######## design 1 ########
Fig. 1: design 1, logic cells by family
(2 px per um)
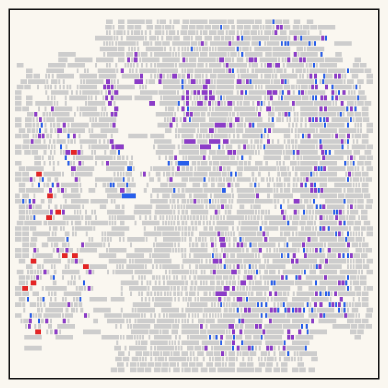

File: src/rtl/msg_byte_serializer.sv
// msg_byte_serializer
// Takes one whole message from the sequence parser over a valid/ready handshake.
// It sends that message out as a byte stream in index order, byte 0 first, and
// flags the final byte with byteOut_last. One message is buffered. The next
// message can be accepted on the same cycle the final byte leaves, so
// back-to-back traffic has no idle cycle between messages. Two saturating
// status counters record accepted messages and accepted lost packets.
//
// Ports:
//   clk           rising-edge clock
//   reset_b       asynchronous active-low reset
//   dataIn        message from parser, byte k = dataIn[8k:8k+7]
//   dataIn_val    message valid
//   dataIn_lost   packetLost flag, sampled together with dataIn
//   dataIn_ready  block can accept a message this cycle (combinational)
//   byteOut       current output byte
//   byteOut_val   byteOut valid
//   byteOut_last  byteOut is the final byte of its message
//   byteOut_lost  lost flag of the message being sent
//   byteOut_ready downstream accepts the current byte
//   statClear     synchronous clear of both counters
//   msgCount      messages accepted (saturating)
//   lostCount     accepted messages flagged lost (saturating)
module msg_byte_serializer #(
  parameter int MSG_BYTES = 37,
  parameter int CNT_W     = 16
) (
  input  logic                   clk,
  input  logic                   reset_b,
  input  logic [0:MSG_BYTES*8-1] dataIn,
  input  logic                   dataIn_val,
  input  logic                   dataIn_lost,
  output logic                   dataIn_ready,
  output logic [7:0]             byteOut,
  output logic                   byteOut_val,
  output logic                   byteOut_last,
  output logic                   byteOut_lost,
  input  logic                   byteOut_ready,
  input  logic                   statClear,
  output logic [CNT_W-1:0]       msgCount,
  output logic [CNT_W-1:0]       lostCount
);

  localparam int IDX_W = (MSG_BYTES > 1) ? $clog2(MSG_BYTES) : 1;
  localparam logic [IDX_W-1:0] LAST_IDX = IDX_W'(MSG_BYTES - 1);
  localparam logic [CNT_W-1:0] CNT_MAX  = '1;
  localparam logic [CNT_W-1:0] CNT_ONE  = CNT_W'(1);

  // One-hot encoding so that an illegal value (00 or 11) can actually occur
  // and can be recovered from.
  typedef enum logic [1:0] {
    ST_IDLE = 2'b01,
    ST_SEND = 2'b10
  } state_t;

  state_t           state;
  state_t           state_next;
  logic [7:0]       buffer [MSG_BYTES];
  logic [IDX_W-1:0] idx;
  logic [IDX_W-1:0] idx_next;
  logic             lost_q;
  logic             at_last;
  logic             accept;

  assign at_last = (idx == LAST_IDX);

  // Next-state logic and output decode.
  // dataIn_ready is gated by reset_b, so it reads 0 while reset is held.
  // In SEND, a new message can be accepted only when the final byte is being
  // taken on the same cycle. That is what gives zero-bubble back-to-back.
  always_comb begin
    state_next   = state;
    idx_next     = idx;
    dataIn_ready = 1'b0;
    byteOut      = 8'h00;
    byteOut_val  = 1'b0;
    byteOut_last = 1'b0;
    byteOut_lost = 1'b0;
    accept       = 1'b0;
    case (state)
      ST_IDLE: begin
        dataIn_ready = reset_b;
        accept       = dataIn_val & reset_b;
        if (accept) begin
          state_next = ST_SEND;
          idx_next   = '0;
        end
      end
      ST_SEND: begin
        byteOut_val  = 1'b1;
        byteOut      = buffer[idx];
        byteOut_last = at_last;
        byteOut_lost = lost_q;
        dataIn_ready = reset_b & at_last & byteOut_ready;
        accept       = dataIn_val & dataIn_ready;
        if (byteOut_ready) begin
          if (!at_last) begin
            idx_next = idx + IDX_W'(1);
          end else if (accept) begin
            idx_next = '0;
          end else begin
            state_next = ST_IDLE;
            idx_next   = '0;
          end
        end
      end
      default: begin
        state_next = ST_IDLE;
        idx_next   = '0;
      end
    endcase
  end

  // State, byte index, and the message buffer.
  // The buffer and the lost flag load only when a message is accepted.
  always_ff @(posedge clk or negedge reset_b) begin
    if (!reset_b) begin
      state  <= ST_IDLE;
      idx    <= '0;
      lost_q <= 1'b0;
      for (int k = 0; k < MSG_BYTES; k++) begin
        buffer[k] <= 8'h00;
      end
    end else begin
      state <= state_next;
      idx   <= idx_next;
      if (accept) begin
        lost_q <= dataIn_lost;
        for (int k = 0; k < MSG_BYTES; k++) begin
          buffer[k] <= dataIn[8*k +: 8];
        end
      end
    end
  end

  // Status counters. If statClear arrives on the same cycle as an accept,
  // that accept is still counted, so the counter restarts at 1, not 0.
  always_ff @(posedge clk or negedge reset_b) begin
    if (!reset_b) begin
      msgCount  <= '0;
      lostCount <= '0;
    end else if (statClear) begin
      msgCount  <= accept ? CNT_ONE : '0;
      lostCount <= (accept && dataIn_lost) ? CNT_ONE : '0;
    end else if (accept) begin
      if (msgCount != CNT_MAX) begin
        msgCount <= msgCount + CNT_ONE;
      end
      if (dataIn_lost && (lostCount != CNT_MAX)) begin
        lostCount <= lostCount + CNT_ONE;
      end
    end
  end

endmodule

File: config.mk
export PLATFORM = sky130hd
export DESIGN_NAME = msg_byte_serializer
export DESIGN_NICKNAME = d
export VERILOG_FILES = /design/src/rtl/msg_byte_serializer.sv
export SDC_FILE = /design/constraint.sdc
export NUM_CORES = 1
export LEC_CHECK = 0
export ABC_AREA = 1
export CAP_MARGIN = 20
export CORE_MARGIN = 2
export CORE_UTILIZATION = 52
export DETAILED_ROUTE_END_ITERATION = 10
export GPL_TIMING_DRIVEN = 1
export PLACE_DENSITY = 0.92
export RECOVER_POWER = 50
export SLEW_MARGIN = 20
export SYNTH_ARGS = -nofsm -noshare
export SYNTH_HDL_FRONTEND = slang
export SYNTH_SLANG_ARGS = --single-unit
File: constraint.sdc
create_clock -name clk -period 2.85 [get_ports clk]
set_clock_uncertainty 0.15 [all_clocks]
set_input_delay 0.4275 -clock clk [delete_from_list [all_inputs] [get_ports clk]]
set_output_delay 0.4275 -clock clk [all_outputs]
set_load 0.02 [all_outputs]
######## design 2 ########
<file path="src/rtl/rush3d_pkg.sv">
// Shared definitions for the rush3d CSR slave and controller:
// register map, control-word bit positions and write-state encodings.
package rush3d_pkg;

   localparam int unsigned REG_CS_LO       = 0;
   localparam int unsigned REG_CS_HI       = 1;
   localparam int unsigned REG_BG_COLOUR   = 2;
   localparam int unsigned REG_VERTEX_DATA = 3;
   localparam int unsigned REG_STATUS      = 4;
   localparam int unsigned REG_IRQ         = 5;

   localparam int unsigned CS_VALID_VERTICES = 0;
   localparam int unsigned CS_BACKGROUND     = 4;
   localparam int unsigned CS_SWAP_BUFFER    = 8;

   // Command bits: set by the host, cleared back by the controller
   localparam logic [63:0] CMD_MASK = 64'h0000_0000_0000_0111;

   typedef enum logic [3:0] {
      FB_WAIT       = 4'd0,
      FB_WRITE      = 4'd1,
      FB_PURGE      = 4'd2,
      FB_BACKGROUND = 4'd3
   } fb_write_state_e;

endpackage

</file>
<file path="src/rtl/rush3d_csr_slave.sv">
// Avalon-MM CSR slave owning the 64-bit control/status word, background
// colour, vertex FIFO push path, pipeline status and swap-complete IRQ.
module rush3d_csr_slave
   import rush3d_pkg::*;
#(
   parameter int unsigned ADDR_WIDTH   = 3,
   parameter int unsigned VERTEX_WIDTH = 32
) (
   input  logic                    clock,
   input  logic                    reset,
   input  logic [ADDR_WIDTH-1:0]   avs_address,
   input  logic                    avs_write,
   input  logic [31:0]             avs_writedata,
   input  logic                    avs_read,
   output logic [31:0]             avs_readdata,
   output logic                    avs_readdatavalid,
   output logic                    avs_waitrequest,
   output logic [63:0]             control_status,
   input  logic                    ctrl_load,
   input  logic [63:0]             ctrl_load_data,
   output logic [31:0]             background_colour,
   output logic                    vertex_wr,
   output logic [VERTEX_WIDTH-1:0] vertex_data,
   input  logic                    vertex_fifo_full,
   input  logic                    vertex_fifo_empty,
   input  logic                    pixel_fifo_empty,
   input  logic                    current_buffer,
   input  logic [3:0]              framebuffer_write_state,
   input  logic [3:0]              rasteriser_state,
   output logic                    irq
);

   localparam logic [ADDR_WIDTH-1:0] A_CS_LO  = ADDR_WIDTH'(REG_CS_LO);
   localparam logic [ADDR_WIDTH-1:0] A_CS_HI  = ADDR_WIDTH'(REG_CS_HI);
   localparam logic [ADDR_WIDTH-1:0] A_BG     = ADDR_WIDTH'(REG_BG_COLOUR);
   localparam logic [ADDR_WIDTH-1:0] A_VERTEX = ADDR_WIDTH'(REG_VERTEX_DATA);
   localparam logic [ADDR_WIDTH-1:0] A_STATUS = ADDR_WIDTH'(REG_STATUS);
   localparam logic [ADDR_WIDTH-1:0] A_IRQ    = ADDR_WIDTH'(REG_IRQ);

   logic [63:0] cs_q;
   logic [63:0] cs_next;
   logic [63:0] cmd_kept;
   logic [63:0] host_w1s;
   logic [31:0] bg_q;
   logic [31:0] rd_mux;
   logic        irq_pending;
   logic        irq_enable;
   logic        pending_next;
   logic        swap_fall;
   logic        wr_acc;
   logic        wr_cs_lo;
   logic        wr_cs_hi;
   logic        wr_bg;
   logic        wr_vtx;
   logic        wr_irq;

   assign avs_waitrequest   = avs_write & vertex_fifo_full & (avs_address == A_VERTEX);
   assign control_status    = cs_q;
   assign background_colour = bg_q;
   assign irq               = irq_pending & irq_enable;

   always_comb begin
      wr_acc   = avs_write & ~avs_waitrequest;
      wr_cs_lo = wr_acc & (avs_address == A_CS_LO);
      wr_cs_hi = wr_acc & (avs_address == A_CS_HI);
      wr_bg    = wr_acc & (avs_address == A_BG);
      wr_vtx   = wr_acc & (avs_address == A_VERTEX);
      wr_irq   = wr_acc & (avs_address == A_IRQ);

      // Controller may only clear command bits; a host set in the same cycle still lands
      host_w1s = wr_cs_lo ? ({32'h0, avs_writedata} & CMD_MASK) : '0;
      cmd_kept = ctrl_load ? (cs_q & ctrl_load_data & CMD_MASK) : (cs_q & CMD_MASK);

      cs_next = cs_q;
      if (wr_cs_lo) cs_next[31:0]  = avs_writedata;
      if (wr_cs_hi) cs_next[63:32] = avs_writedata;
      cs_next = (cs_next & ~CMD_MASK) | cmd_kept | host_w1s;

      swap_fall    = cs_q[CS_SWAP_BUFFER] & ~cs_next[CS_SWAP_BUFFER];
      pending_next = (irq_pending & ~(wr_irq & avs_writedata[0])) | swap_fall;

      case (avs_address)
         A_CS_LO:  rd_mux = cs_q[31:0];
         A_CS_HI:  rd_mux = cs_q[63:32];
         A_BG:     rd_mux = bg_q;
         A_STATUS: rd_mux = {16'h0, framebuffer_write_state, rasteriser_state, 4'h0,
                             current_buffer, pixel_fifo_empty, vertex_fifo_empty,
                             vertex_fifo_full};
         A_IRQ:    rd_mux = {30'h0, irq_enable, irq_pending};
         default:  rd_mux = '0;
      endcase
   end

   always_ff @(posedge clock or posedge reset) begin
      if (reset) begin
         cs_q              <= '0;
         bg_q              <= '0;
         irq_pending       <= 1'b0;
         irq_enable        <= 1'b0;
         avs_readdatavalid <= 1'b0;
         avs_readdata      <= '0;
         vertex_wr         <= 1'b0;
         vertex_data       <= '0;
      end else begin
         cs_q              <= cs_next;
         irq_pending       <= pending_next;
         avs_readdatavalid <= avs_read;
         vertex_wr         <= wr_vtx;
         if (wr_bg)    bg_q         <= avs_writedata;
         if (wr_irq)   irq_enable   <= avs_writedata[1];
         if (avs_read) avs_readdata <= rd_mux;
         if (wr_vtx)   vertex_data  <= VERTEX_WIDTH'(avs_writedata);
      end
   end

endmodule

</file>
<file path="config.mk">
export PLATFORM = sky130hd
export DESIGN_NAME = rush3d_csr_slave
export DESIGN_NICKNAME = d
export VERILOG_FILES = /design/src/rtl/rush3d_pkg.sv /design/src/rtl/rush3d_csr_slave.sv
export SDC_FILE = /design/constraint.sdc
export NUM_CORES = 1
export LEC_CHECK = 0
export CORE_MARGIN = 4
export CORE_UTILIZATION = 39
export DETAILED_ROUTE_END_ITERATION = 7
export DONT_BUFFER_PORTS = 1
export PLACE_DENSITY = 0.54
export SLEW_MARGIN = 20
export SYNTH_ARGS = -nofsm -noshare
export SYNTH_HDL_FRONTEND = slang
export SYNTH_SLANG_ARGS = --single-unit
</file>
<file path="constraint.sdc">
create_clock -name clock -period 7 [get_ports clock]
set_input_delay 1.4 -clock clock [delete_from_list [all_inputs] [get_ports clock]]
set_output_delay 1.4 -clock clock [all_outputs]
set_load 0.05 [all_outputs]
</file>
######## design 3 ########
File: src/rtl/multi_timer_pkg.sv
// Shared constants for the multi-channel down-counter timer.
package multi_timer_pkg;

  localparam logic MODE_ONESHOT  = 1'b0;
  localparam logic MODE_PERIODIC = 1'b1;

  localparam int unsigned DEF_W       = 4;
  localparam int unsigned DEF_NCH     = 2;
  localparam int unsigned DEF_PRESC_W = 8;

endpackage

File: src/rtl/multi_timer_if.sv
// Control/status bundle for multi_timer; presc_div exists only with MULTI_TIMER_PRESCALER_EN.
interface multi_timer_if
  import multi_timer_pkg::*;
#(
  parameter int unsigned W       = DEF_W,
  parameter int unsigned NCH     = DEF_NCH
`ifdef MULTI_TIMER_PRESCALER_EN
  ,
  parameter int unsigned PRESC_W = DEF_PRESC_W
`endif
) ();

  logic [NCH-1:0]   en;
  logic [NCH-1:0]   load;
  logic [NCH-1:0]   mode;
  logic [NCH*W-1:0] init;
  logic [NCH-1:0]   irq_clr;
`ifdef MULTI_TIMER_PRESCALER_EN
  logic [PRESC_W-1:0] presc_div;
`endif
  logic [NCH*W-1:0] out;
  logic [NCH-1:0]   tc;
  logic [NCH-1:0]   irq;

`ifdef MULTI_TIMER_PRESCALER_EN
  modport master (output en, load, mode, init, irq_clr, presc_div, input out, tc, irq);
  modport slave  (input en, load, mode, init, irq_clr, presc_div, output out, tc, irq);
`else
  modport master (output en, load, mode, init, irq_clr, input out, tc, irq);
  modport slave  (input en, load, mode, init, irq_clr, output out, tc, irq);
`endif

endinterface

File: src/rtl/timer_channel.sv
// One down-counter channel: load/decrement/reload with registered tc pulse and sticky irq.
module timer_channel
  import multi_timer_pkg::*;
#(
  parameter int unsigned W = DEF_W
) (
  input  logic         clk,
  input  logic         rst,
  input  logic         tick,
  input  logic         en,
  input  logic         load,
  input  logic         mode,
  input  logic [W-1:0] init,
  input  logic         irq_clr,
  output logic [W-1:0] count,
  output logic         tc,
  output logic         irq
);

  localparam logic [W-1:0] One = W'(1);

  logic [W-1:0] count_q, count_d;
  logic [W-1:0] reload_q, reload_d;
  logic         tc_q, tc_d;
  logic         irq_q, irq_d;
  logic         step;

  assign step = en && tick;

  always_comb begin
    count_d  = count_q;
    reload_d = reload_q;
    tc_d     = 1'b0;
    if (load) begin
      count_d  = init;
      reload_d = init;
    end else if (step && count_q > One) begin
      count_d = count_q - One;
    end else if (step && count_q == One) begin
      // Periodic reloads straight from 1, so the count never shows 0 there.
      count_d = (mode == MODE_PERIODIC) ? reload_q : '0;
      tc_d    = 1'b1;
    end
    irq_d = tc_d | (irq_q & ~irq_clr);
  end

  always_ff @(posedge clk) begin
    if (rst) begin
      count_q  <= '1;
      reload_q <= '1;
      tc_q     <= 1'b0;
      irq_q    <= 1'b0;
    end else begin
      count_q  <= count_d;
      reload_q <= reload_d;
      tc_q     <= tc_d;
      irq_q    <= irq_d;
    end
  end

  assign count = count_q;
  assign tc    = tc_q;
  assign irq   = irq_q;

endmodule

File: src/rtl/multi_timer.sv
// NCH independent programmable down-counters sharing one tick.
// Optional MULTI_TIMER_PRESCALER_EN adds a presc_div-driven tick prescaler.
module multi_timer
  import multi_timer_pkg::*;
#(
  parameter int unsigned W       = DEF_W,
  parameter int unsigned NCH     = DEF_NCH
`ifdef MULTI_TIMER_PRESCALER_EN
  ,
  parameter int unsigned PRESC_W = DEF_PRESC_W
`endif
) (
  input logic          clk,
  input logic          rst,
  multi_timer_if.slave bus
);

  logic tick;

`ifdef MULTI_TIMER_PRESCALER_EN
  localparam logic [PRESC_W-1:0] POne = PRESC_W'(1);

  logic [PRESC_W-1:0] p_q, p_d;

  // Compare for equality only, so a divider lowered below p waits for the natural wrap.
  always_comb begin
    tick = (p_q == bus.presc_div);
    p_d  = tick ? '0 : p_q + POne;
  end

  always_ff @(posedge clk) begin
    if (rst) begin
      p_q <= '0;
    end else begin
      p_q <= p_d;
    end
  end
`else
  assign tick = 1'b1;
`endif

  logic [NCH-1:0][W-1:0] count;
  logic [NCH-1:0]        tc;
  logic [NCH-1:0]        irq;

  for (genvar i = 0; i < NCH; i++) begin : g_ch
    timer_channel #(
      .W(W)
    ) u_ch (
      .clk    (clk),
      .rst    (rst),
      .tick   (tick),
      .en     (bus.en[i]),
      .load   (bus.load[i]),
      .mode   (bus.mode[i]),
      .init   (bus.init[i*W +: W]),
      .irq_clr(bus.irq_clr[i]),
      .count  (count[i]),
      .tc     (tc[i]),
      .irq    (irq[i])
    );
  end

  assign bus.out = count;
  assign bus.tc  = tc;
  assign bus.irq = irq;

endmodule
File: src/flat_wrapper.sv
// flat-port wrapper written by rule: the top's interface ports become plain ports
module multi_timer_flat import multi_timer_pkg::*;
#(
  parameter int unsigned W       = DEF_W,
  parameter int unsigned NCH     = DEF_NCH

)
  (clk, rst, bus_en, bus_load, bus_mode, bus_init, bus_irq_clr, bus_out, bus_tc, bus_irq);
  multi_timer_if #(.W(W), .NCH(NCH)) bus_i ();
  input logic clk;
  input logic rst;
  input wire logic [$bits(bus_i.en)-1:0] bus_en;
  input wire logic [$bits(bus_i.load)-1:0] bus_load;
  input wire logic [$bits(bus_i.mode)-1:0] bus_mode;
  input wire logic [$bits(bus_i.init)-1:0] bus_init;
  input wire logic [$bits(bus_i.irq_clr)-1:0] bus_irq_clr;
  output wire logic [$bits(bus_i.out)-1:0] bus_out;
  output wire logic [$bits(bus_i.tc)-1:0] bus_tc;
  output wire logic [$bits(bus_i.irq)-1:0] bus_irq;
  assign bus_i.en = bus_en;
  assign bus_i.load = bus_load;
  assign bus_i.mode = bus_mode;
  assign bus_i.init = bus_init;
  assign bus_i.irq_clr = bus_irq_clr;
  assign bus_out = bus_i.out;
  assign bus_tc = bus_i.tc;
  assign bus_irq = bus_i.irq;
  multi_timer #(.W(W), .NCH(NCH)) u_core (.clk(clk), .rst(rst), .bus(bus_i));
endmodule
File: config.mk
export PLATFORM = sky130hd
export DESIGN_NAME = multi_timer_flat
export DESIGN_NICKNAME = d
export VERILOG_FILES = /design/src/rtl/multi_timer_pkg.sv /design/src/rtl/multi_timer_if.sv /design/src/rtl/timer_channel.sv /design/src/rtl/multi_timer.sv /design/src/flat_wrapper.sv
export SDC_FILE = /design/constraint.sdc
export NUM_CORES = 1
export LEC_CHECK = 0
export CORE_MARGIN = 4
export CORE_UTILIZATION = 47
export DETAILED_ROUTE_END_ITERATION = 8
export GPL_TIMING_DRIVEN = 0
export PLACE_DENSITY = 0.78
export SLEW_MARGIN = 0
export SYNTH_ARGS = -nofsm -noshare
export SYNTH_HDL_FRONTEND = slang
export SYNTH_SLANG_ARGS = --single-unit
File: constraint.sdc
create_clock -name clk -period 2.4 [get_ports clk]
set_input_delay 0.24 -clock clk [delete_from_list [all_inputs] [get_ports clk]]
set_output_delay 0.24 -clock clk [all_outputs]
set_load 0.02 [all_outputs]
######## design 4 ########
==> config.mk <==
export PLATFORM = sky130hd
export DESIGN_NAME = dcache_load_responder
export DESIGN_NICKNAME = d
export VERILOG_FILES = /design/src/rtl/dcache_load_responder_pkg.sv /design/src/rtl/dcache_load_responder_mshr_file.sv /design/src/rtl/dcache_load_responder.sv
export SDC_FILE = /design/constraint.sdc
export NUM_CORES = 2
export LEC_CHECK = 0
export CAP_MARGIN = 25
export CORE_AREA = 10 10 560 562
export DETAILED_ROUTE_END_ITERATION = 10
export DIE_AREA = 0 0 570 572
export GPL_TIMING_DRIVEN = 0
export HOLD_SLACK_MARGIN = 0.15
export PLACE_DENSITY = 0.61
export SETUP_SLACK_MARGIN = 0.02
export SLEW_MARGIN = 10
export SYNTH_ARGS = -nofsm -noshare
export SYNTH_HDL_FRONTEND = slang
export SYNTH_SLANG_ARGS = --single-unit
export TNS_END_PERCENT = 30
==> constraint.sdc <==
create_clock -name clock -period 13 [get_ports clock]
set_input_delay 3.25 -clock clock [delete_from_list [all_inputs] [get_ports clock]]
set_output_delay 3.25 -clock clock [all_outputs]
set_load 0.01 [all_outputs]
==> src/rtl/dcache_load_responder_pkg.sv <==
// ----------------------------------------------------------------------------
// dcache_load_responder_pkg
// Shared types for the load responder: memory-side types, MSHR state and
// index, and the packets exchanged with the load data stage and load buffer.
// ----------------------------------------------------------------------------
package dcache_load_responder_pkg;

    localparam int N_LINES = 32;
    localparam int N_MSHRS = 4;
    // Byte address minus the 3 offset bits of an 8-byte block.
    localparam int BLOCK_W = 29;

    typedef logic [31:0]        ADDR;
    typedef logic [3:0]         MEM_TAG;
    typedef logic [63:0]        MEM_BLOCK;
    typedef logic [BLOCK_W-1:0] BLOCK_ADDR;

    typedef enum logic [1:0] {
        MEM_NONE = 2'd0,
        MEM_LOAD = 2'd1
    } MEM_COMMAND;

    typedef enum logic [1:0] {
        MSHR_FREE    = 2'd0,
        MSHR_PENDING = 2'd1,
        MSHR_WAIT    = 2'd2
    } MSHR_STATE;

    typedef logic [$clog2(N_MSHRS)-1:0] MSHR_IDX;

    // data[1] is the upper word of the block (addr[2] = 1).
    typedef struct packed {
        logic              valid;
        MSHR_IDX           mshr_idx;
        logic [1:0][3:0]   byte_mask;
        logic [1:0][31:0]  data;
    } LOAD_DATA_CACHE_PACKET;

    typedef struct packed {
        logic              valid;
        MSHR_IDX           mshr_idx;
        logic [1:0][31:0]  data;
    } MSHR_FILL_PACKET;

    localparam MSHR_FILL_PACKET NOP_MSHR_FILL_PACKET = '0;

    // Block number of a byte address.
    function automatic BLOCK_ADDR block_of(input ADDR addr);
        return addr[31:3];
    endfunction

endpackage

==> src/rtl/dcache_load_responder_mshr_file.sv <==
// ----------------------------------------------------------------------------
// mshr_file
// Miss status holding registers. Each entry is FREE, PENDING (waiting to be
// sent to memory) or WAIT (sent, holding its memory tag). All lookups are
// made from registered state.
// Ports:
//   clock, reset        clock, async active-low reset
//   i_req_block         block of the current load request (merge lookup)
//   i_alloc_en          allocate the lowest FREE entry for i_req_block
//   i_mem_req_tag       memory acceptance tag for the issuing entry (0 = reject)
//   i_mem_data_tag      returning data tag (0 = none)
//   o_merge_hit/_idx    a PENDING/WAIT entry already holds i_req_block
//   o_free_found/_idx   lowest FREE entry
//   o_issue_valid/_block lowest PENDING entry, to be sent to memory
//   o_fill_valid/_idx/_block WAIT entry whose tag matches i_mem_data_tag
// ----------------------------------------------------------------------------
module mshr_file
    import dcache_load_responder_pkg::*;
#(
    parameter int MSHRS = N_MSHRS
) (
    input  logic      clock,
    input  logic      reset,
    input  BLOCK_ADDR i_req_block,
    input  logic      i_alloc_en,
    input  MEM_TAG    i_mem_req_tag,
    input  MEM_TAG    i_mem_data_tag,
    output logic      o_merge_hit,
    output MSHR_IDX   o_merge_idx,
    output logic      o_free_found,
    output MSHR_IDX   o_free_idx,
    output logic      o_issue_valid,
    output BLOCK_ADDR o_issue_block,
    output logic      o_fill_valid,
    output MSHR_IDX   o_fill_idx,
    output BLOCK_ADDR o_fill_block
);

    MSHR_STATE r_state [MSHRS];
    BLOCK_ADDR r_block [MSHRS];
    MEM_TAG    r_tag   [MSHRS];

    MSHR_IDX   w_issue_idx;

    // Priority searches; scanning downward lets the lowest index win.
    always_comb begin
        o_merge_hit   = 1'b0;
        o_merge_idx   = '0;
        o_free_found  = 1'b0;
        o_free_idx    = '0;
        o_issue_valid = 1'b0;
        w_issue_idx   = '0;
        o_issue_block = '0;
        o_fill_valid  = 1'b0;
        o_fill_idx    = '0;
        o_fill_block  = '0;
        for (int i = MSHRS - 1; i >= 0; i--) begin
            if (r_state[i] != MSHR_FREE && r_block[i] == i_req_block) begin
                o_merge_hit = 1'b1;
                o_merge_idx = MSHR_IDX'(i);
            end else begin
                o_merge_hit = o_merge_hit;
            end
            if (r_state[i] == MSHR_FREE) begin
                o_free_found = 1'b1;
                o_free_idx   = MSHR_IDX'(i);
            end else begin
                o_free_found = o_free_found;
            end
            if (r_state[i] == MSHR_PENDING) begin
                o_issue_valid = 1'b1;
                w_issue_idx   = MSHR_IDX'(i);
                o_issue_block = r_block[i];
            end else begin
                o_issue_valid = o_issue_valid;
            end
            // Memory guarantees distinct outstanding tags, so at most one match.
            if (r_state[i] == MSHR_WAIT && i_mem_data_tag != 4'd0 &&
                r_tag[i] == i_mem_data_tag) begin
                o_fill_valid = 1'b1;
                o_fill_idx   = MSHR_IDX'(i);
                o_fill_block = r_block[i];
            end else begin
                o_fill_valid = o_fill_valid;
            end
        end
    end

    // Per-entry state transitions: allocate, accept by memory, free on fill.
    always_ff @(posedge clock or negedge reset) begin
        if (!reset) begin
            for (int i = 0; i < MSHRS; i++) begin
                r_state[i] <= MSHR_FREE;
                r_block[i] <= '0;
                r_tag[i]   <= 4'd0;
            end
        end else begin
            for (int i = 0; i < MSHRS; i++) begin
                case (r_state[i])
                    MSHR_FREE: begin
                        if (i_alloc_en && o_free_idx == MSHR_IDX'(i)) begin
                            r_state[i] <= MSHR_PENDING;
                            r_block[i] <= i_req_block;
                        end
                    end
                    MSHR_PENDING: begin
                        if (o_issue_valid && w_issue_idx == MSHR_IDX'(i) &&
                            i_mem_req_tag != 4'd0) begin
                            r_state[i] <= MSHR_WAIT;
                            r_tag[i]   <= i_mem_req_tag;
                        end
                    end
                    MSHR_WAIT: begin
                        if (i_mem_data_tag != 4'd0 && r_tag[i] == i_mem_data_tag) begin
                            r_state[i] <= MSHR_FREE;
                        end
                    end
                    default: r_state[i] <= MSHR_FREE;
                endcase
            end
        end
    end

endmodule

==> src/rtl/dcache_load_responder.sv <==
// ----------------------------------------------------------------------------
// dcache_load_responder
// Answers the load data stage's single load request in the same cycle: hit
// data (from the line array or bypassed from returning memory data) or an
// MSHR index for a miss. Owns a direct-mapped line array and an MSHR file,
// issues block reads to memory and broadcasts fills to the load buffer.
// Ports:
//   clock, reset                 clock, async active-low reset
//   load_req_valid/_addr         load request and byte address
//   load_data_cache_packet       combinational response
//   mem_command, mem_addr        block read request to memory
//   mem_req_tag                  acceptance tag for this request (0 = reject)
//   mem_data_tag, mem_data       returning block and its tag (0 = none)
//   fill_packet                  fill broadcast to the load buffer
// ----------------------------------------------------------------------------
module dcache_load_responder
    import dcache_load_responder_pkg::*;
#(
    parameter int LINES = N_LINES,
    parameter int MSHRS = N_MSHRS
) (
    input  logic                  clock,
    input  logic                  reset,
    input  logic                  load_req_valid,
    input  ADDR                   load_req_addr,
    output LOAD_DATA_CACHE_PACKET load_data_cache_packet,
    output MEM_COMMAND            mem_command,
    output ADDR                   mem_addr,
    input  MEM_TAG                mem_req_tag,
    input  MEM_TAG                mem_data_tag,
    input  MEM_BLOCK              mem_data,
    output MSHR_FILL_PACKET       fill_packet
);

    localparam int IDX_W = $clog2(LINES);
    localparam int TAG_W = BLOCK_W - IDX_W;

    logic [LINES-1:0] r_line_valid;
    logic [TAG_W-1:0] r_line_tag  [LINES];
    MEM_BLOCK         r_line_data [LINES];

    BLOCK_ADDR        w_req_block;
    logic [IDX_W-1:0] w_req_index;
    logic [TAG_W-1:0] w_req_tag;
    logic             w_hit;
    logic             w_bypass;
    logic             w_alloc_en;
    logic             w_merge_hit;
    MSHR_IDX          w_merge_idx;
    logic             w_free_found;
    MSHR_IDX          w_free_idx;
    logic             w_issue_valid;
    BLOCK_ADDR        w_issue_block;
    logic             w_fill_valid;
    MSHR_IDX          w_fill_idx;
    BLOCK_ADDR        w_fill_block;
    logic [IDX_W-1:0] w_fill_index;
    logic             w_unused_addr_lo;
    LOAD_DATA_CACHE_PACKET w_resp;

    // Whole block is returned with both masks, so the offset bits are not needed.
    assign w_unused_addr_lo = ^load_req_addr[2:0];

    assign w_req_block  = block_of(load_req_addr);
    assign w_req_index  = w_req_block[IDX_W-1:0];
    assign w_req_tag    = w_req_block[BLOCK_W-1:IDX_W];
    assign w_fill_index = w_fill_block[IDX_W-1:0];

    assign w_hit    = r_line_valid[w_req_index] && (r_line_tag[w_req_index] == w_req_tag);
    assign w_bypass = w_fill_valid && (w_fill_block == w_req_block);

    mshr_file #(.MSHRS(MSHRS)) u_mshr_file (
        .clock          (clock),
        .reset          (reset),
        .i_req_block    (w_req_block),
        .i_alloc_en     (w_alloc_en),
        .i_mem_req_tag  (mem_req_tag),
        .i_mem_data_tag (mem_data_tag),
        .o_merge_hit    (w_merge_hit),
        .o_merge_idx    (w_merge_idx),
        .o_free_found   (w_free_found),
        .o_free_idx     (w_free_idx),
        .o_issue_valid  (w_issue_valid),
        .o_issue_block  (w_issue_block),
        .o_fill_valid   (w_fill_valid),
        .o_fill_idx     (w_fill_idx),
        .o_fill_block   (w_fill_block)
    );

    // Response priority: bypass, hit, merge, allocate; otherwise stall.
    // Gated by reset so outputs read idle while reset is held.
    always_comb begin
        w_resp     = '0;
        w_alloc_en = 1'b0;
        if (reset && load_req_valid) begin
            if (w_bypass) begin
                w_resp.valid     = 1'b1;
                w_resp.mshr_idx  = w_fill_idx;
                w_resp.byte_mask = {4'hF, 4'hF};
                w_resp.data      = mem_data;
            end else if (w_hit) begin
                w_resp.valid     = 1'b1;
                w_resp.byte_mask = {4'hF, 4'hF};
                w_resp.data      = r_line_data[w_req_index];
            end else if (w_merge_hit) begin
                w_resp.valid     = 1'b1;
                w_resp.mshr_idx  = w_merge_idx;
            end else if (w_free_found) begin
                w_resp.valid     = 1'b1;
                w_resp.mshr_idx  = w_free_idx;
                w_alloc_en       = 1'b1;
            end else begin
                w_resp.valid     = 1'b0;
            end
        end else begin
            w_resp.valid = 1'b0;
        end
    end

    assign load_data_cache_packet = w_resp;
    assign mem_command = (reset && w_issue_valid) ? MEM_LOAD : MEM_NONE;
    assign mem_addr    = (reset && w_issue_valid) ? {w_issue_block, 3'b000} : 32'd0;

    // Fill broadcast in the same cycle as the data return.
    always_comb begin
        fill_packet = NOP_MSHR_FILL_PACKET;
        if (reset && w_fill_valid) begin
            fill_packet.valid    = 1'b1;
            fill_packet.mshr_idx = w_fill_idx;
            fill_packet.data     = mem_data;
        end else begin
            fill_packet.valid    = 1'b0;
        end
    end

    // Line valid bits: cleared on reset, set by a fill.
    always_ff @(posedge clock or negedge reset) begin
        if (!reset) begin
            r_line_valid <= '0;
        end else if (w_fill_valid) begin
            r_line_valid[w_fill_index] <= 1'b1;
        end
    end

    // Line tag/data: a fill overwrites whatever the line held.
    always_ff @(posedge clock) begin
        if (w_fill_valid) begin
            r_line_tag[w_fill_index]  <= w_fill_block[BLOCK_W-1:IDX_W];
            r_line_data[w_fill_index] <= mem_data;
        end
    end

endmodule

Fig. 2: design 4, wire density map
(0.5 px per um) The die is cut into 28 by 29 equal tiles; white is low, dark blue is high, scaled to the fullest tile. Values are wire area over tile area, all layers added.
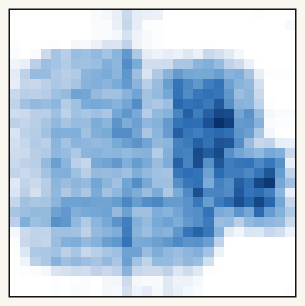
tiles over half the peak: 24%
fullest tile: 0.59
mean over tiles: 0.19
nearly empty tiles: 22%
emptiest ninth of the die: north-east
Avg WL per Cell: 34.5 um
global-route usage over all layers: 22.5%

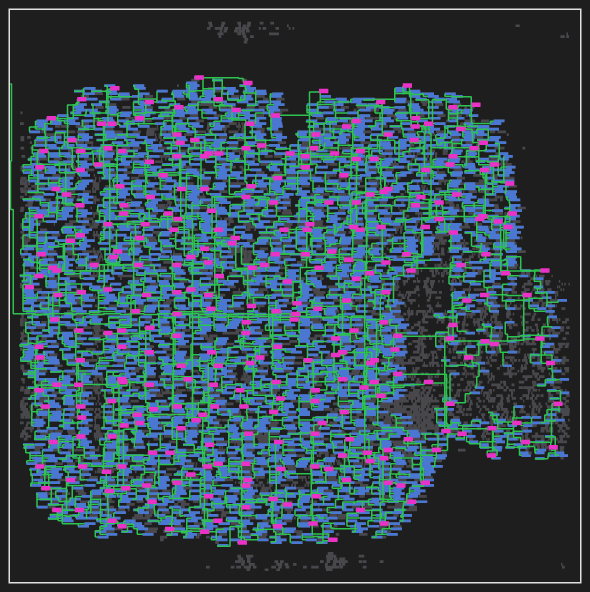
Fig. 3. Routed clock nets over the placement (design 4).
(1 px per um)
legend:
  blue:
    item: flip-flops
    count: 2988
  green:
    item: clock wires
    length: 34.6 mm
  magenta:
    item: clock-net drivers
    count: 306
routed clock nets: 307
flops lie: all over the die
clk_skew: 82.0 ps
clock share of power: 37.7%
Power Clock: 0.00842 W
Late-Pin Clk Latency: 890 ps

==> flow_summary.json, design 4 <==
{
  "slowest_stage": "clkdlybuf4s50_1",
  "die_y_um": 572,
  "hold_viol_final": 0,
  "netlist_area_um2": 120000,
  "warnings": 30,
  "cts-root-buf": "clkbuf_16",
  "endpoint_kind": "output pin",
  "grt_pass1_vias": 65635,
  "totalWireLength_um": 376000,
  "synth_flops": 2988,
  "reg2regPathDepth": 12,
  "place_hpwl_um": 257000,
  "cp_num_cells": 16,
  "fin_ws_ps": -14.2,
  "ant_nets": 0,
  "critPathKind": "in2out",
  "fp.coreArea_um2": 302000,
  "p_seq_share_pct": 50.8,
  "htree_levels": 5,
  "cts_buffers": 306,
  "top_area_share_pct": 70.2,
  "power-top-group": "sequential cells",
  "port_buffers": 249,
  "crit_end": "load_data_cache_packet[37]",
  "rows": 202,
  "post_cts_buffers": 0,
  "violations": "negative setup slack",
  "yosysMostFrequentCell": "edfxtp_1",
  "vdd_ir_drop_max_mv": 0.111,
  "postPlaceCellArea_um2": 133000,
  "synthCells": 5843,
  "outcome": "finished with violations",
  "hold-path-endpoint": "r_line_valid[18]",
  "setup_violations": 1,
  "slew_headroom_pct": 24.9,
  "routabilityCongestion": 0.915,
  "powerDensity_nw_per_um2": 155
}
## design 4: area by class of cell
class | instances | share of cell area (%)
antenna | 8 | 0.0139
buffer | 388 | 1.34
clock buffer | 394 | 5.76
clock inverter | 137 | 0.762
inverter | 12 | 0.0314
multi-input combinational | 2458 | 21.1
sequential | 2988 | 61.9
tap | 3978 | 3.47
timing repair buffer | 536 | 5.64
## design 4: metal layers
layer	up-vias	GRT usage [%]	share of wire, %
li1	25977	-	-
met1	35116	31.1	40
met2	3732	35.9	47
met3	696	4.38	9.0
met4	14	7.98	4.1
met5	-	0	0.027
## design 4: state kept, by name, summed over array words and instances, names as in the netlist
register / flops
r_line_valid: 32
u_mshr_file.r_tag: 16
u_mshr_file.r_block: 116
r_line_data: 2048
u_mshr_file.r_state: 8
r_line_tag: 768
## design 4: cells by family (layout without fill, tap and decap cells)
logic type                count (synthesis)  in the layout  synth area share [%]
xor gates and xnor gates                183            183                  1.33
buffers and inverters                   400           1467                  1.56
other                                     1             12               0.00311
muxes                                  1023           1023                  17.2
and+or+nand+nor                         826            826                  3.52
AOI/OAI and AO/OA                       422            422                  2.62
DFF                                    2988           2988                  73.8
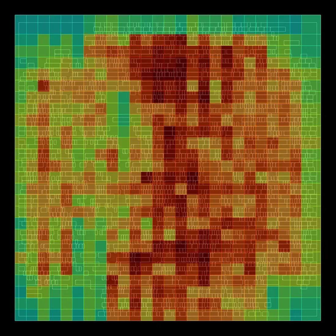
Fig. 4. Congestion heat map (design 1).
Avg WL per Cell: 19.9 um
Top Usage Layer GRT: met2
Final Core Density: 71.9%
met1 Usage GRT: 45.1%
met2 Usage GRT: 52.6%

## Picture notes: Fig. 1
legend:
  purple:
    family: aoi and oai cells
    cells: 279
    most_used: o21ai_1
    where: all over the die
  blue:
    family: inv cells
    cells: 188
    most_used: inv_1
    where: all over the die
  red:
    family: xor and xnor cells
    cells: 12
    most_used: xor2_1
most frequent logic cell in the layout: nand2_1
Non-Filler Instances: 3015
multi-input logic portion of the cell area: 32.5%

==> flow_summary.json, design 1 <==
{
  "met3_usage_pct": 7.25,
  "cts_buffers": 37,
  "setup_violations": 8,
  "xor_share_pct": 0.624,
  "ant_nets": 0,
  "clkbuf_count": 53,
  "drv_cap": 1,
  "async_reset_ff_share_pct": 100,
  "fillers": 2197,
  "post_cts_buffers": 0,
  "cts_buffer_depth": 3,
  "ios": 346,
  "cts_tree": "done",
  "netlist_area_um2": 16900,
  "antenna_cells": 5,
  "outcome": "finished with violations",
  "hold_depth": 3,
  "top_area_share_pct": 49.9,
  "slew_violations": 27,
  "ys_sh_adder_pct": 0.445,
  "fin_crit_sh_pct": 110,
  "cp.arrival_ps": 2570,
  "r2r_start": "idx[0]",
  "fin_ws_ps": -295,
  "violations": "max-capacitance violations, max-slew violations, negative setup slack",
  "area_growth_pct": 35.4
}
## design 1: kinds of logic (layout without fill, tap and decap cells)
group	Yosys count	count (layout)
buf+inv	319	672
compound gates	279	279
xor+xnor	12	12
other cells	0	5
flops	337	337
fa+ha+maj	6	6
simple gates	1302	1302
## design 1: cells in the mapped netlist (10+ instances only)
| master | n |
|---|---|
| a21oi_1 | 29 |
| buf_2 | 44 |
| buf_4 | 14 |
| buf_6 | 32 |
| clkbuf_1 | 32 |
| dfrtp_1 | 336 |
| inv_1 | 180 |
| nand2_1 | 963 |
| nand3_1 | 194 |
| nor2_1 | 107 |
| nor3_1 | 10 |
| o211ai_1 | 18 |
| o21ai_0 | 103 |
| o21ai_1 | 119 |
| or2_2 | 13 |
## design 1: worst min-delay path, cell delays in order
cell and delay, ps:
clkdlybuf4s50_1 390, nand2_1 70, nand2_1 50
## design 1: state kept, by name, indices dropped and copies added (netlist names)
signal,flops
buffer,296
lostCount,16
msgCount,16
idx,6
state,2
lost_q,1
## design 1: where the power goes
part / internal, W / switching, W / total, W
sequential: 0.00682 / 0.00103 / 0.00785
clock: 0.00286 / 0.00201 / 0.00487
combinational: 0.00343 / 0.00558 / 0.00900
total: 0.0131 / 0.00861 / 0.0217
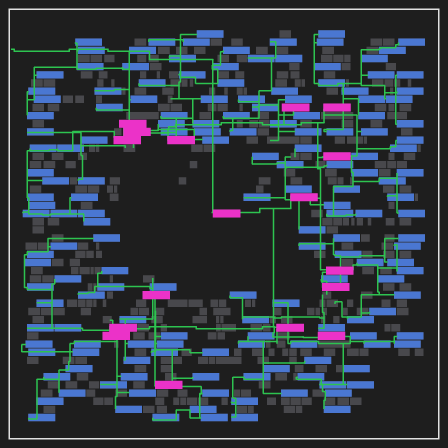
Fig. 5. Routed clock nets over the placement (design 2).
(3 px per um)
legend:
  blue:
    item: flip-flops
    count: 164
  magenta:
    item: clock-net drivers
    count: 17
  green:
    item: clock wires
    length: 2160 um
flops lie: all over the die
routed clock nets: 18
clk_skew: 9.14 ps
Late-Pin Clk Latency: 430 ps
Power Clock: 0.00103 W

==> flow_summary.json, design 2 <==
{
  "outcome": "completed",
  "final_cell_mix": "dfrtp_1 (164), mux2_2 (129), inv_1 (26), mux2i_1 (26), o22ai_1 (24)",
  "ant_nets": 0,
  "critPathKind": "in2out",
  "grt_pass1_vias": 4584,
  "cp_cell_sequence": "nand2b_4 -> nor3_1 -> buf_4",
  "postLayoutCellArea_um2": 7840,
  "ys_types": 37,
  "finalHoldWorstSlack_ps": 544,
  "ios": 280,
  "via_count": 4151,
  "rows": 48,
  "aoi_share_pct": 7.77,
  "cts_hold_buf": 0,
  "drtIter0Drc": 173,
  "antenna_found_initial": 0,
  "async_reset_ff_share_pct": 100
}
design 2: path summary, 6_finish.rpt:
check	from	endpoint	slack, ps	cells past startpoint
setup / recovery	avs_address[2]	avs_waitrequest	3620	3
hold / removal	irq_pending	irq_pending	540	1
setup reg to reg	control_status[3]	avs_readdata[3]	5550	3
hold reg to reg	irq_pending	irq_pending	540	1
max in group asynchronous	reset	control_status[33]	4520	2
min in group asynchronous	reset	control_status[4]	980	1
design 2: state kept, by name, indices dropped and copies added (netlist names):
register           flops
vertex_data           32
background_colour     32
irq_enable             1
control_status        64
avs_readdatavalid      1
avs_readdata          32
irq_pending            1
vertex_wr              1
design 2: Yosys cell counts, types with 6 or more instances:
cell	number
o2bb2ai_1	6
mux2i_1	26
buf_2	12
a221o_1	6
inv_1	27
a2bb2oi_1	20
nor4bb_1	8
dfrtp_1	164
o22ai_1	24
buf_6	7
nor2b_1	11
buf_4	9
mux2_2	129
clkbuf_1	7
design 2: layout make-up:
class | count | area [um2]
multi-input combinational | 270 | 2640
sequential | 164 | 4100
clock inverter | 15 | 215
inverter | 27 | 106
timing repair buffer | 8 | 60.1
fill | 1633 | 9700
clock buffer | 17 | 425
tap | 225 | 282
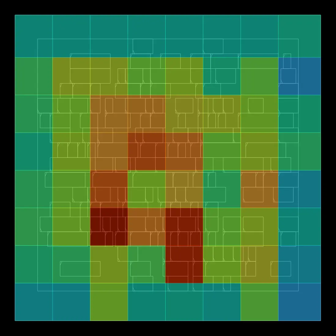
Fig. 6. Congestion heat map (design 3).
Avg WL per Cell: 13.4 um
Top Usage Layer GRT: met2
M3 GR Usage: 4.64%
met1 Usage GRT: 19.2%

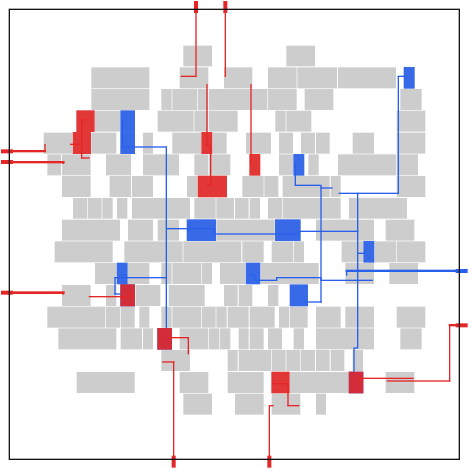
Fig. 7. Wires at chosen ports, followed through buffers (design 3).
(8 px per um)
legend:
  red:
    port: bus_init
    direction: input
    edge: 3 west, 2 north, 2 south, 1 east
    end_cells: 9
    buffers: 8
    wire: 125 um
  blue:
    port: rst
    direction: input
    edge: east
    end_cells: 13
    buffers: 2
    wire: 173 um
Boundary Pins: 30
port buffer count: 27

==> flow_summary.json, design 3 <==
{
  "rows": 17,
  "r2r_end": "u_core.g_ch[0].u_ch.count[2]",
  "cp_cell_sequence": "inv_1 -> ha_1 -> or4b_4 -> a21oi_4 -> a21oi_1 -> a221o_1",
  "utilization_pct": 63.9,
  "hp-start": "bus_en[1]",
  "ys_top_cells_by_area": "dfxtp_1 (37%), a21oi_1 (4.6%), ha_1 (4.6%), o21ai_0 (4.6%), inv_1 (4.1%)",
  "vdd_ir_drop_max_mv": 0.469,
  "ys_seq_share_pct": 36.9,
  "simple_gate_share_pct": 18.2,
  "synth_flops": 20,
  "fmaxAchievable_mhz": 521,
  "fillers": 204,
  "critical_path.top_delay_family": "AND-OR/OR-AND gates",
  "drcViolationCount": 0,
  "first_pass_iters": 4,
  "post_cts_buffers": 0,
  "clock_latency_ps": 290,
  "fin_crit_sh_pct": 80.0,
  "ys_cells": 130,
  "p_seq_share_pct": 54.0,
  "ys_warn_count": 0,
  "antenna_found_initial": 0,
  "setup_violations": 0,
  "outcome": "completed",
  "power-top-group": "sequential cells",
  "p_int_w": 0.000492,
  "via_count": 1047,
  "netlist_area_um2": 1090,
  "async_reset_ff_share_pct": 0,
  "antenna_cells": 0,
  "comb_area_um2": 583,
  "initial_utilization_pct": 49.1,
  "tightest_slew_ps": 493,
  "grt_max_degree": 11,
  "die_w_um": 56.1,
  "die_area_um2": 3140,
  "rsz0062_at_grt": "false",
  "yosysMostFrequentCell": "dfxtp_1",
  "slew_headroom_pct": 67.1
}
## design 3: area by class of cell
class,count,share of cell area [%]
plain buffers,10,4.07
multi-input cells,88,41.2
flip-flops and latches,20,28.3
well taps,28,2.48
repair buffers,27,19.1
inverters,12,3.19
clock buffers,3,1.59
## design 3: stage by stage
step                instances  cell area, um2  worst slack [ps]
floorplan                 130            1090               497
finish                    188            1410               481
global route              188            1410               403
global placement          185            1390               556
detailed placement        185            1390               492
CTS                       188            1410               478
## design 3: cell families (layout without fill, tap and decap cells)
group                    count (synthesis)  count (layout)
AND-OR/OR-AND                           41              41
flip-flops                              20              20
multiplexers                             3               3
adder cells (fa/ha/maj)                  4               4
AND/OR/NAND/NOR                         38              38
XOR/XNOR                                 2               2
buffers and inverters                   22              52
## design 3: cell usage in the layout, fill, tap and decap left out, drive strengths merged, types with 4 or more instances in the layout
cell,n
inv,12
o21ai,10
nand3,5
nor2,10
clkbuf,6
ha,4
a21oi,11
dfxtp,20
clkdlybuf4s50,27
buf,7
nand2,7
nor3,5
o31ai,4
## design 3: tightest hold or removal path, delay by kind of cell
family / cells / cell delay [ps]
AND/OR/NAND/NOR: 2 / 160
buffers and inverters: 1 / 170


==> notes/layouts.md <==
Pictures saved along the way, in no particular order.

Wire density map.
(a)
(3 px per um) The die is cut into 29 by 29 equal tiles; white is low, dark blue is high, scaled to the fullest tile. Values are wire area over tile area, all layers added.
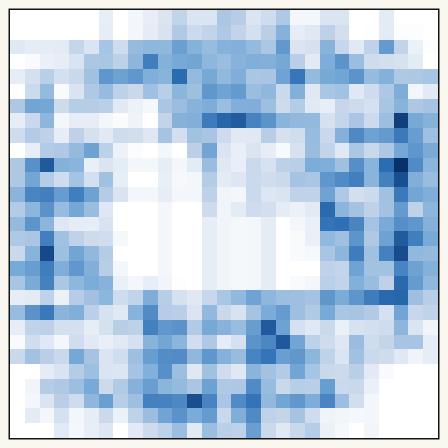
(b)
(2 px per um) The die is cut into 37 by 37 equal tiles; white is low, dark blue is high, scaled to the fullest tile. Values are wire area over tile area, all layers added.
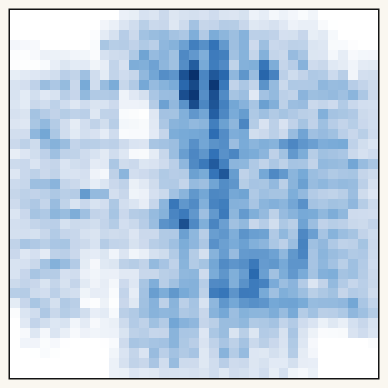
(c)
(6 px per um) The die is cut into 11 by 11 equal tiles; white is low, dark blue is high, scaled to the fullest tile. Values are wire area over tile area, all layers added.
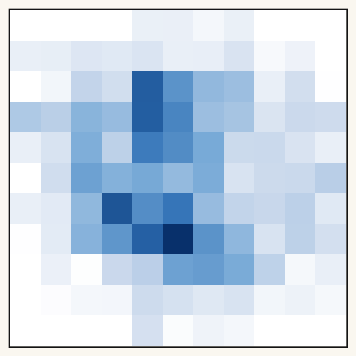
design 3: (c)
design 1: (b)
design 2: (a)


==> notes/layouts.md <==
Pictures saved along the way, in no particular order.

Wires at chosen ports, followed through buffers.
panel A
(2 px per um)
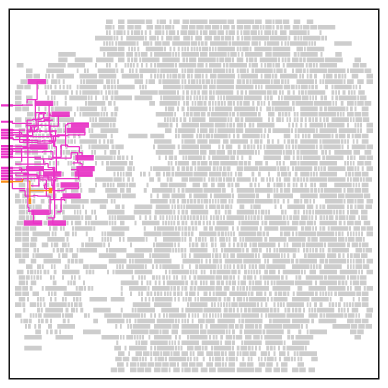
panel B
(1 px per um)
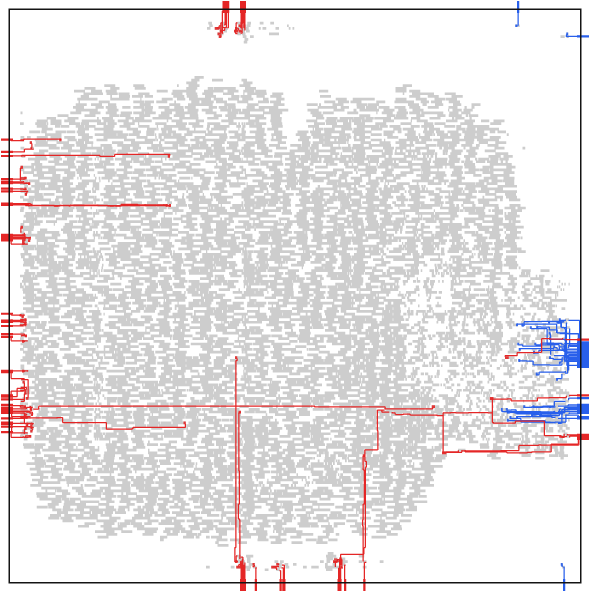
panel C
(3 px per um)
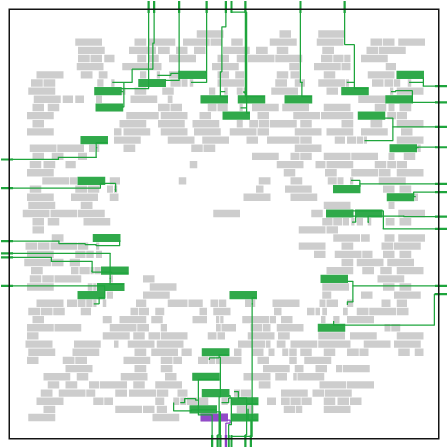
For design 2, see panel C.
For design 4, see panel B.
For design 1, see panel A.
- smallest die: panel C

Key to panel A:
legend:
  magenta:
    port: lostCount
    direction: output
    edge: west
    end_cells: 16
    buffers: 16
    wire: 934 um
  orange:
    port: dataIn_lost
    direction: input
    edge: west
    end_cells: 2
    buffers: 1
    wire: 28.4 um

Power is estimated from default activity; no workload was simulated.
